# ---- regbank_wr_arbiter ----
**src/rtl/regbank_pkg.sv**
```systemverilog
// Shared widths, the hard-wired zero register index and the writeback requester encoding.
package regbank_pkg;

  localparam int unsigned DATA_W   = 32;
  localparam int unsigned ADDR_W   = 5;
  localparam int unsigned ZERO_REG = 0;

  // Bit position of each writeback source in the req/gnt vectors
  typedef enum logic {
    ReqAlu  = 1'b0,
    ReqLoad = 1'b1
  } req_idx_e;

endpackage

```
**src/rtl/rr_arb2.sv**
```systemverilog
// Two-way round-robin arbiter; the pointer names the requester favoured on contention.
module rr_arb2
  import regbank_pkg::*;
(
  input  logic       clk,
  input  logic       rst,
  input  logic [1:0] req,
  output logic [1:0] gnt
);

  req_idx_e ptr_q, ptr_d;

  always_comb begin
    gnt   = 2'b00;
    ptr_d = ptr_q;
    if (!rst) begin
      if (req == 2'b11) begin
        unique case (ptr_q)
          ReqAlu:  gnt = 2'b01;
          ReqLoad: gnt = 2'b10;
          default: gnt = 2'b01;
        endcase
      end else begin
        gnt = req;
      end
      // The winner always hands priority to the other side
      if (gnt[ReqAlu]) begin
        ptr_d = ReqLoad;
      end else if (gnt[ReqLoad]) begin
        ptr_d = ReqAlu;
      end
    end
  end

  always_ff @(posedge clk) begin
    if (rst) begin
      ptr_q <= ReqAlu;
    end else begin
      ptr_q <= ptr_d;
    end
  end

endmodule

```
**src/rtl/regbank_wr_arbiter.sv**
```systemverilog
// Arbitrates ALU and load writebacks onto the single regbank write port, with read bypass.
module regbank_wr_arbiter #(
  parameter int unsigned DATA_W = regbank_pkg::DATA_W,
  parameter int unsigned ADDR_W = regbank_pkg::ADDR_W
) (
  input  logic              clk,
  input  logic              rst,
  input  logic              wb0_req,
  input  logic [ADDR_W-1:0] wb0_reg,
  input  logic [DATA_W-1:0] wb0_data,
  output logic              wb0_gnt,
  input  logic              wb1_req,
  input  logic [ADDR_W-1:0] wb1_reg,
  input  logic [DATA_W-1:0] wb1_data,
  output logic              wb1_gnt,
  output logic              reg_write,
  output logic [ADDR_W-1:0] write_reg,
  output logic [DATA_W-1:0] write_data,
  input  logic [ADDR_W-1:0] read_reg1,
  input  logic [ADDR_W-1:0] read_reg2,
  input  logic [DATA_W-1:0] rb_data1,
  input  logic [DATA_W-1:0] rb_data2,
  output logic [DATA_W-1:0] read_data1,
  output logic [DATA_W-1:0] read_data2,
  output logic [15:0]       conflict_cnt
);

  import regbank_pkg::*;

  localparam logic [ADDR_W-1:0] ZeroIdx = ADDR_W'(ZERO_REG);

  logic [1:0]        req, gnt;
  logic [ADDR_W-1:0] sel_reg;
  logic [DATA_W-1:0] sel_data;

  logic              reg_write_q, reg_write_d;
  logic [ADDR_W-1:0] write_reg_q, write_reg_d;
  logic [DATA_W-1:0] write_data_q, write_data_d;
  logic [15:0]       cnt_q, cnt_d;

  assign req = {wb1_req, wb0_req};

  rr_arb2 u_arb (
    .clk (clk),
    .rst (rst),
    .req (req),
    .gnt (gnt)
  );

  assign wb0_gnt  = gnt[ReqAlu];
  assign wb1_gnt  = gnt[ReqLoad];
  assign sel_reg  = gnt[ReqLoad] ? wb1_reg  : wb0_reg;
  assign sel_data = gnt[ReqLoad] ? wb1_data : wb0_data;

  always_comb begin
    reg_write_d  = 1'b0;
    write_reg_d  = write_reg_q;
    write_data_d = write_data_q;
    // Writes to the zero register are accepted but never reach the regbank
    if (|gnt) begin
      write_reg_d  = sel_reg;
      write_data_d = sel_data;
      reg_write_d  = (sel_reg != ZeroIdx);
    end
    cnt_d = cnt_q;
    if ((&req) && (cnt_q != 16'hFFFF)) begin
      cnt_d = cnt_q + 16'd1;
    end
  end

  always_ff @(posedge clk) begin
    if (rst) begin
      reg_write_q  <= 1'b0;
      write_reg_q  <= '0;
      write_data_q <= '0;
      cnt_q        <= '0;
    end else begin
      reg_write_q  <= reg_write_d;
      write_reg_q  <= write_reg_d;
      write_data_q <= write_data_d;
      cnt_q        <= cnt_d;
    end
  end

  always_comb begin
    read_data1 = rb_data1;
    if (read_reg1 == ZeroIdx) begin
      read_data1 = '0;
    end else if (reg_write_q && (write_reg_q == read_reg1)) begin
      read_data1 = write_data_q;
    end
  end

  always_comb begin
    read_data2 = rb_data2;
    if (read_reg2 == ZeroIdx) begin
      read_data2 = '0;
    end else if (reg_write_q && (write_reg_q == read_reg2)) begin
      read_data2 = write_data_q;
    end
  end

  assign reg_write    = reg_write_q;
  assign write_reg    = write_reg_q;
  assign write_data   = write_data_q;
  assign conflict_cnt = cnt_q;

endmodule

```
**config.mk**
```make
export PLATFORM = sky130hd
export DESIGN_NAME = regbank_wr_arbiter
export DESIGN_NICKNAME = d
export VERILOG_FILES = /design/src/rtl/regbank_pkg.sv /design/src/rtl/rr_arb2.sv /design/src/rtl/regbank_wr_arbiter.sv
export SDC_FILE = /design/constraint.sdc
export NUM_CORES = 1
export LEC_CHECK = 0
export CAP_MARGIN = 30
export CELL_PAD_IN_SITES_DETAIL_PLACEMENT = 1
export CELL_PAD_IN_SITES_GLOBAL_PLACEMENT = 1
export CORE_ASPECT_RATIO = 2
export CORE_MARGIN = 5
export CORE_UTILIZATION = 25
export CTS_CLUSTER_DIAMETER = 150
export CTS_CLUSTER_SIZE = 12
export DETAILED_ROUTE_END_ITERATION = 8
export PLACE_DENSITY_LB_ADDON = 0.1
export SYNTH_ARGS = -nofsm -noshare
export SYNTH_HDL_FRONTEND = slang
export SYNTH_SLANG_ARGS = --single-unit
```
**constraint.sdc**
```tcl
create_clock -name clk -period 6.75 [get_ports clk]
set_input_delay 2.025 -clock clk [delete_from_list [all_inputs] [get_ports clk]]
set_output_delay 2.025 -clock clk [all_outputs]
set_load 0.02 [all_outputs]
```
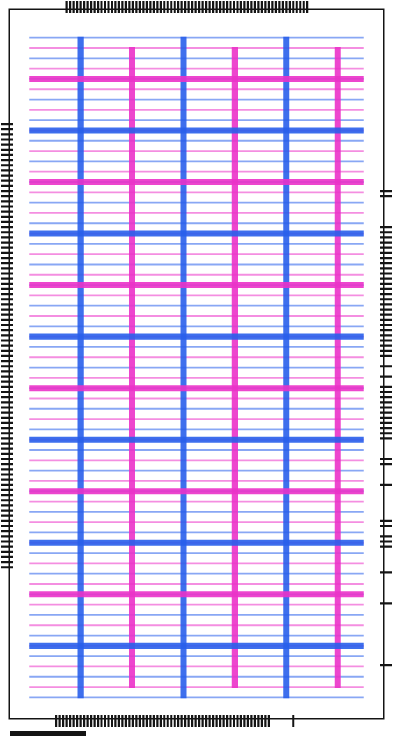
Fig. 1. PDN straps and rails (regbank_wr_arbiter).
The bar under the picture is 20 um long. Pins as bars on the die edge.
| color | net |
|---|---|
| blue | VSS |
| magenta | VDD |
met5 straps: 12
rows: 64
met4 straps: 6
signal pins: 272
placeable core region: 0.0154 mm2
chip height: 187 um

==> COMMIT_EDITMSG <==
Add synthesis and place-and-route results

- The flow ran to the end, and the final reports show no timing, DRC or antenna violations.
- Number of library cell types mapped by synthesis: 39
- Routed wire length on met3: 1.20 mm
- The cell type that accounts for the most area after synthesis is dfxtp_1.
- Hold-check failures listed in the final report amount to 0.
* Clock network latency to the later pin of the worst-skew pair: roughly 0.30 ns
- The number of clock buffers added by TritonCTS is 5.
- Yosys warning count: 0
- Adder-cell share of the synthesized area: less than 1%
* P_int: 718 uW
- In the final layout, flip-flops and latches occupy approximately 0.0011 mm2.
- In the layout the tool counted multi-input logic cells amounting to around 450.
* Post-Place Setup Slack: around 0.23 ns
* Hold_buf cts: 0
- Terminating pin of the worst hold path: write_data[18]
- Clock tree cell share of total cell area: 2.50%
- Count of flip-flops with a built-in enable after synthesis: 0
* Layout overhead on the synthesized area: 78.0%
- The registers of the reported paths see a clock transition of about 0.07 ns.
- The critical path endpoint has a required time of 4.72 ns.
* Final Power: roughly 1100 uW
- The script computed the net switching share of total power as 32.0%.
- The final layout report lists a non-clock buffer count of around 290.
- The worst path meets setup with roughly 0.22 ns of slack.
- During I/O placement, the number of pins put on the boundary was roughly 270.
- Transition time at the pin with the least slew margin: 0.801 ns
- In the post-route report, total wirelength is listed as 21.3 mm.
- Number of DRC markers after the initial detailed-route iteration: around 150
- The worst setup path is launched from an input port.
- The worst setup path is captured at a primary output.
* Final setup fails: 0
- The flow reports power dissipated in the clock network as between 300 and 400 uW.
- Per the timing report, the most critical flop-to-flop path finishes at conflict_cnt[13].
- Fin Setup TNS: 0 ns
- CTS Buffer Depth: 2
- Looking at the cell usage after synthesis, the top flip-flop cell is dfxtp_1.
- The repair_antennas step left the layout with diodes totalling 4.
* Buffer type at the clock tree root: clkbuf_16
- The power report puts the leakage power at roughly 0.0025 uW.
- Max-slew violations: 0
- Total overflow reported by the global router: 0
- TritonCTS clock tree: yes
* M1 WL: approximately 7.4 mm
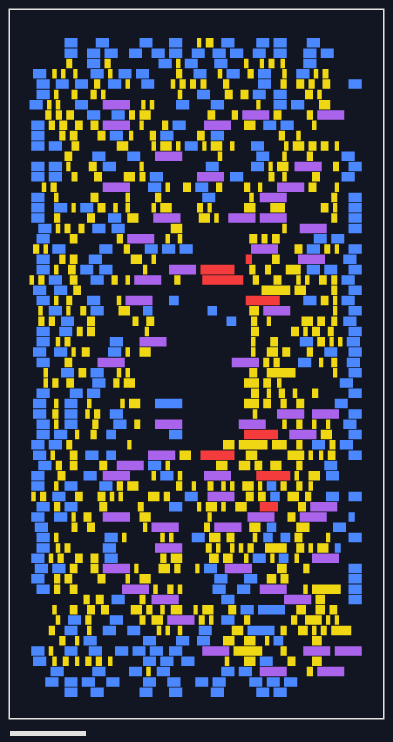
Fig. 2. Placed cells, one color a class (regbank_wr_arbiter).
The bar under the picture is 20 um long.
| color | class | cells |
|---|---|---|
| blue | other buffers and delay cells | 287 |
| red | clock drivers and dummy loads | 8 |
| yellow | combinational and other logic | 456 |
| purple | flops | 55 |
num rows: 64
finished layout cell area: 0.00696 mm2
flip-flop and latch share of the layout cell area: 15.8%
Util after Layout: 45.3%


# ---- lcd_sequencer ----
Fig. 3: lcd_sequencer, PDN straps and rails
The bar under the picture is 50 um long. Pins as bars on the die edge.
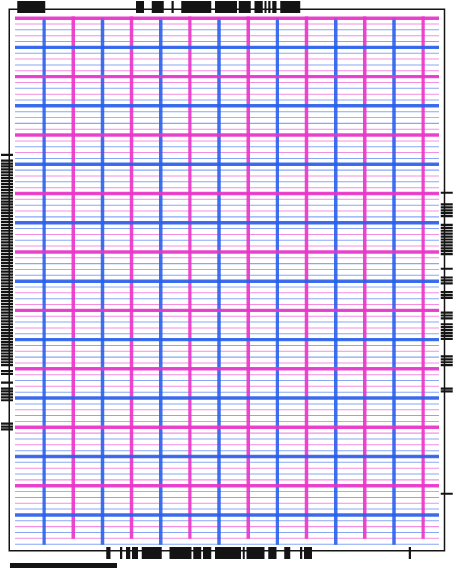
Fig. 4: lcd_sequencer, placed cells, one color a class
The bar under the picture is 50 um long.
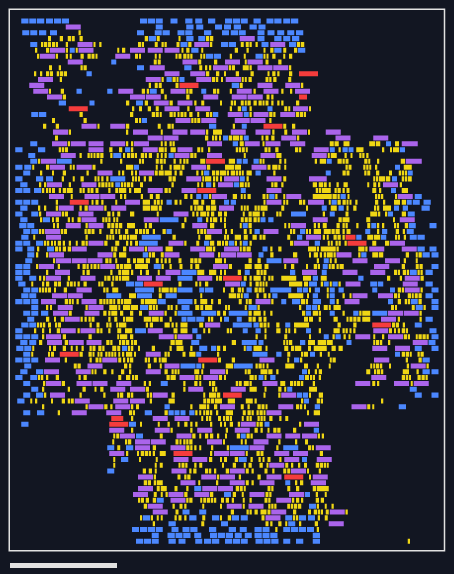
[src/rtl/lcd_pkg.sv]
// Shared definitions for the scoreboard character-LCD sequencer.
// Holds the top-level and byte-writer state enums, the HD44780 command bytes,
// the frame geometry and small constant helpers used to size counters.
package lcd_pkg;

  typedef enum logic [2:0] {
    PWRUP,
    INIT,
    IDLE,
    SNAP,
    ADDR1,
    LINE1,
    ADDR2,
    LINE2
  } lcd_state_t;

  typedef enum logic [1:0] {
    WR_IDLE,
    WR_SETUP,
    WR_PULSE,
    WR_WAIT
  } wr_phase_t;

  localparam logic [7:0] CMD_FUNC_SET = 8'h38;  // 8-bit bus, 2 lines, 5x8 font
  localparam logic [7:0] CMD_DISP_ON  = 8'h0C;  // display on, cursor off
  localparam logic [7:0] CMD_CLEAR    = 8'h01;  // clear display (long execution time)
  localparam logic [7:0] CMD_ENTRY    = 8'h06;  // entry mode: increment, no shift
  localparam logic [7:0] CMD_LINE1    = 8'h80;  // DDRAM address 0x00
  localparam logic [7:0] CMD_LINE2    = 8'hC0;  // DDRAM address 0x40

  localparam int LCD_CHARS  = 32;
  localparam int LINE_CHARS = 16;

  function automatic int max2(input int a, input int b);
    return (a > b) ? a : b;
  endfunction

  // Initialisation command issued at position i of the INIT state.
  function automatic logic [7:0] init_cmd(input logic [1:0] i);
    case (i)
      2'd0:    return CMD_FUNC_SET;
      2'd1:    return CMD_DISP_ON;
      2'd2:    return CMD_CLEAR;
      default: return CMD_ENTRY;
    endcase
  endfunction

endpackage

[src/rtl/lcd_byte_writer.sv]
// Drives one HD44780 byte transaction: RS/DB set up with E low, an E pulse,
// then the post-pulse execution wait (long wait for the clear command).
// Ports:
//   clk, reset       clock, synchronous active-low reset
//   start            accept rs/data/is_clear; transaction begins next cycle.
//                    Only asserted while idle or in the done cycle.
//   rs, data         register select and byte to send
//   is_clear         selects CLEAR_WAIT_CYC instead of CMD_WAIT_CYC
//   E, RS, DB        LCD pins; RS/DB hold until the next accepted start
//   done             1-cycle pulse on the last wait cycle
module lcd_byte_writer
  import lcd_pkg::*;
#(
  parameter int SETUP_CYC      = 4,
  parameter int E_PULSE_CYC    = 25,
  parameter int CMD_WAIT_CYC   = 2000,
  parameter int CLEAR_WAIT_CYC = 82000
) (
  input  logic       clk,
  input  logic       reset,
  input  logic       start,
  input  logic       rs,
  input  logic [7:0] data,
  input  logic       is_clear,
  output logic       E,
  output logic       RS,
  output logic [7:0] DB,
  output logic       done
);

  localparam int CNT_MAX = max2(max2(SETUP_CYC, E_PULSE_CYC),
                                max2(CMD_WAIT_CYC, CLEAR_WAIT_CYC));
  localparam int CNT_W   = $clog2(CNT_MAX + 1);

  localparam logic [CNT_W-1:0] SETUP_LAST = CNT_W'(SETUP_CYC - 1);
  localparam logic [CNT_W-1:0] PULSE_LAST = CNT_W'(E_PULSE_CYC - 1);
  localparam logic [CNT_W-1:0] CMD_LAST   = CNT_W'(CMD_WAIT_CYC - 1);
  localparam logic [CNT_W-1:0] CLEAR_LAST = CNT_W'(CLEAR_WAIT_CYC - 1);

  wr_phase_t        phase, phase_n;
  logic [CNT_W-1:0] cnt, cnt_n;
  logic             clr;
  logic [CNT_W-1:0] wait_last;

  assign wait_last = clr ? CLEAR_LAST : CMD_LAST;
  assign done      = (phase == WR_WAIT) && (cnt == wait_last);
  // E is a pure decode of the phase register, so it drops on the reset edge.
  assign E         = (phase == WR_PULSE);

  always_comb begin
    phase_n = phase;
    cnt_n   = cnt + 1'b1;
    case (phase)
      WR_IDLE:  cnt_n = '0;
      WR_SETUP: if (cnt == SETUP_LAST) begin phase_n = WR_PULSE; cnt_n = '0; end
      WR_PULSE: if (cnt == PULSE_LAST) begin phase_n = WR_WAIT;  cnt_n = '0; end
      WR_WAIT:  if (done)              begin phase_n = WR_IDLE;  cnt_n = '0; end
      default:  begin phase_n = WR_IDLE; cnt_n = '0; end
    endcase
    // A start in the done cycle chains the next byte with no gap.
    if (start) begin
      phase_n = WR_SETUP;
      cnt_n   = '0;
    end
  end

  always_ff @(posedge clk) begin
    if (!reset) begin
      phase <= WR_IDLE;
      cnt   <= '0;
      clr   <= 1'b0;
      RS    <= 1'b0;
      DB    <= 8'h00;
    end else begin
      phase <= phase_n;
      cnt   <= cnt_n;
      if (start) begin
        RS  <= rs;
        DB  <= data;
        clr <= is_clear;
      end
    end
  end

endmodule

[src/rtl/lcd_sequencer.sv]
// Scoreboard character-LCD sequencer. After reset it waits for LCD power-up,
// sends the HD44780 8-bit init sequence, then refreshes all 32 characters from
// a snapshot of the ascii frame. Later refreshes run on an update request;
// requests arriving during a refresh coalesce into one follow-up refresh.
// Handshake: update is a single-cycle request; busy is low only when the
// sequencer is idle and rises the cycle after an update is taken in idle.
// Ports:
//   clk, reset   50 MHz clock, synchronous active-low reset
//   ascii        frame, char k = ascii[255-8k -: 8]; chars 0-15 line 1
//   update       refresh request
//   busy         high while initialising or refreshing
//   E, RS, RW, DB  LCD pins (RW always 0, write-only)
module lcd_sequencer
  import lcd_pkg::*;
#(
  parameter int POWERUP_CYC    = 750000,
  parameter int SETUP_CYC      = 4,
  parameter int E_PULSE_CYC    = 25,
  parameter int CMD_WAIT_CYC   = 2000,
  parameter int CLEAR_WAIT_CYC = 82000
) (
  input  logic         clk,
  input  logic         reset,
  input  logic [255:0] ascii,
  input  logic         update,
  output logic         busy,
  output logic         E,
  output logic         RS,
  output logic         RW,
  output logic [7:0]   DB
);

  localparam int CNT_W = $clog2(max2(POWERUP_CYC, CLEAR_WAIT_CYC) + 1);
  localparam logic [CNT_W-1:0] PWR_LAST = CNT_W'(POWERUP_CYC - 1);
  localparam logic [3:0]       LAST_IDX = 4'(LINE_CHARS - 1);

  lcd_state_t       state, state_n;
  logic [3:0]       idx, idx_n;
  logic [CNT_W-1:0] pwr_cnt, cnt_n;
  logic [255:0]     frame;
  logic             active, active_n;
  logic             pending, pending_n;

  logic [7:0]       chars [LCD_CHARS];
  logic             wr_start, wr_rs, wr_clear, wr_done, is_send;
  logic [7:0]       wr_data;

  assign RW   = 1'b0;
  assign busy = (state != IDLE);

  always_comb begin
    for (int k = 0; k < LCD_CHARS; k++) chars[k] = frame[255 - 8*k -: 8];
  end

  // Next state: byte-sending states advance only on the writer's done pulse.
  always_comb begin
    state_n   = state;
    idx_n     = idx;
    cnt_n     = '0;
    pending_n = pending;
    case (state)
      PWRUP: begin
        if (pwr_cnt == PWR_LAST) begin
          state_n = INIT;
          idx_n   = '0;
        end else begin
          cnt_n = pwr_cnt + 1'b1;
        end
      end
      INIT: begin
        if (wr_done) begin
          if (idx == 4'd3) begin state_n = SNAP; idx_n = '0; end
          else idx_n = idx + 4'd1;
        end
      end
      IDLE:  if (update) state_n = SNAP;
      SNAP:  state_n = ADDR1;
      ADDR1: if (wr_done) begin state_n = LINE1; idx_n = '0; end
      LINE1: begin
        if (wr_done) begin
          if (idx == LAST_IDX) begin state_n = ADDR2; idx_n = '0; end
          else idx_n = idx + 4'd1;
        end
      end
      ADDR2: if (wr_done) begin state_n = LINE2; idx_n = '0; end
      LINE2: begin
        if (wr_done) begin
          if (idx == LAST_IDX) begin
            idx_n = '0;
            if (pending) begin
              state_n   = SNAP;
              pending_n = 1'b0;
            end else begin
              state_n = IDLE;
            end
          end else begin
            idx_n = idx + 4'd1;
          end
        end
      end
      default: begin
        state_n = PWRUP;
        idx_n   = '0;
      end
    endcase
    // Updates during power-up/init are covered by the automatic first refresh.
    // A new request wins over the pending-clear so it is never lost.
    if (update && (state inside {SNAP, ADDR1, LINE1, ADDR2, LINE2}))
      pending_n = 1'b1;
  end

  // The byte is chosen from the state being entered so the writer can be
  // restarted in the done cycle and transactions run back to back.
  always_comb begin
    wr_rs   = 1'b0;
    wr_data = 8'h00;
    case (state_n)
      INIT:    wr_data = init_cmd(idx_n[1:0]);
      ADDR1:   wr_data = CMD_LINE1;
      LINE1:   begin wr_rs = 1'b1; wr_data = chars[{1'b0, idx_n}]; end
      ADDR2:   wr_data = CMD_LINE2;
      LINE2:   begin wr_rs = 1'b1; wr_data = chars[{1'b1, idx_n}]; end
      default: wr_data = 8'h00;
    endcase
    wr_clear = !wr_rs && (wr_data == CMD_CLEAR);
    is_send  = state_n inside {INIT, ADDR1, LINE1, ADDR2, LINE2};
    wr_start = is_send && (!active || wr_done);
    active_n = wr_start ? 1'b1 : (wr_done ? 1'b0 : active);
  end

  always_ff @(posedge clk) begin
    if (!reset) begin
      state   <= PWRUP;
      idx     <= '0;
      pwr_cnt <= '0;
      frame   <= '0;
      active  <= 1'b0;
      pending <= 1'b0;
    end else begin
      state   <= state_n;
      idx     <= idx_n;
      pwr_cnt <= cnt_n;
      active  <= active_n;
      pending <= pending_n;
      if (state == SNAP) frame <= ascii;
    end
  end

  lcd_byte_writer #(
    .SETUP_CYC      (SETUP_CYC),
    .E_PULSE_CYC    (E_PULSE_CYC),
    .CMD_WAIT_CYC   (CMD_WAIT_CYC),
    .CLEAR_WAIT_CYC (CLEAR_WAIT_CYC)
  ) u_writer (
    .clk      (clk),
    .reset    (reset),
    .start    (wr_start),
    .rs       (wr_rs),
    .data     (wr_data),
    .is_clear (wr_clear),
    .E        (E),
    .RS       (RS),
    .DB       (DB),
    .done     (wr_done)
  );

endmodule

[config.mk]
export PLATFORM = sky130hd
export DESIGN_NAME = lcd_sequencer
export DESIGN_NICKNAME = d
export VERILOG_FILES = /design/src/rtl/lcd_pkg.sv /design/src/rtl/lcd_byte_writer.sv /design/src/rtl/lcd_sequencer.sv
export SDC_FILE = /design/constraint.sdc
export NUM_CORES = 1
export LEC_CHECK = 0
export ABC_AREA = 1
export CORE_ASPECT_RATIO = 1.25
export CORE_MARGIN = 2
export CORE_UTILIZATION = 30
export CTS_CLUSTER_DIAMETER = 120
export CTS_CLUSTER_SIZE = 24
export DETAILED_ROUTE_END_ITERATION = 8
export SKIP_CTS_REPAIR_TIMING = 1
export SYNTH_ARGS = -nofsm -noshare
export SYNTH_HDL_FRONTEND = slang
export SYNTH_HIERARCHICAL = 1
export SYNTH_SLANG_ARGS = --single-unit
export TNS_END_PERCENT = 20
[constraint.sdc]
create_clock -name clk -period 2.65 [get_ports clk]
set_input_delay 0.265 -clock clk [delete_from_list [all_inputs] [get_ports clk]]
set_output_delay 0.265 -clock clk [all_outputs]
set_load 0.01 [all_outputs]
==> COMMIT_EDITMSG <==
Add synthesis and place-and-route results

- Buffer type at the clock tree root: clkbuf_16
- The number of multi-input combinational cells in the layout is approximately 1,600.
* Largest net degree at the start of global routing: roughly 170
- The cell-mix breakdown from Yosys lists the adder-cell area share as less than 1%.
- Most frequently used flop master after synthesis: dfxtp_1
- The layout has 467 buffers outside the clock class.
- Hold timing on the final database bottoms out at a slack of about 0.12 ns.
* Fin Setup TNS: -3.05 ns
- Final setup fails: 25
- Most instantiated library cell after synthesis: nor2_1
* Largest class: multi-input combinational cells
* Combinational share of power: approximately 6.7%
- The script parses the final routing iteration and logs DRC violations as 0.
* Violated checks: setup timing
- CP max stage delay: roughly 0.37 ns
- Wire segments on met2 add up to about 27 mm in the final route.
- Total overflow reported by the global router: 0
- In this run, power in flip-flops and latches comes to ~4700 uW.
- Final cycle utilization of the critical path: 109%
* Leakage component of the power: about 0.0089 uW
- NetSw: between 1500 and 2000 uW
- Post-synth mux share: 0%
- Combinational logic power: around 540 uW
* Setup skew after layout: 0.0248 ns
- Mapped Avg Cell Area: 6.72 um2
- The final timing report gives a worst setup slack of -0.227 ns.
- The global routing report lists met3 layer usage as between 1.5 and 2%.
- FFs w/ async S/R, synth: 0%
- Worst reg2reg endpoint: u_writer/DB[2]
- After detailed routing, the met3 layer carries 2.34 mm of wire.
- The number of nets handed over by synthesis was 2,448.
* Top cells, area: dfxtp_1 (43%), nor2_1 (13%), o21ai_0 (11%)
* Share of cells above drive strength 1: around 15%
- Endpoint type of the worst setup path: flop
* Number of buffers added on ports: approximately 270
- Outcome: finished, violations left
- Number of antenna violations at the first check in global routing: 2
- Num ports: about 270
* Post-DP Area: roughly 0.019 mm2
## Picture notes: Fig. 3
| color | net |
|---|---|
| blue | VSS |
| magenta | VDD |
signal pins: 271
met5 straps: 18
met1 rails: 91
rows: 90
Peak supply drop: 0.325 mV
chip height: 251 um
die x size: 202 um
placeable core region: 0.0483 mm2

## Picture notes: Fig. 4
| color | class | cells |
|---|---|---|
| yellow | combinational and other logic | 1,725 |
| purple | flops | 314 |
| blue | other buffers and delay cells | 467 |
| red | clock drivers and dummy loads | 20 |
num rows: 90
Util after Layout: 42.3%
flip-flop and latch share of the layout cell area: 30.8%
finished layout cell area: 0.0205 mm2



==> layout pictures side by side <==
Placement view.
image #1
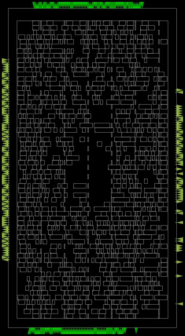
image #2
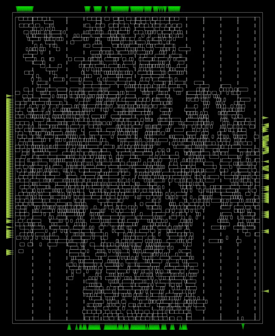
The one with the most sequential cells is image #2.
- regbank_wr_arbiter = image #1
- lcd_sequencer = image #2

Power and IR drop assume default switching activity.
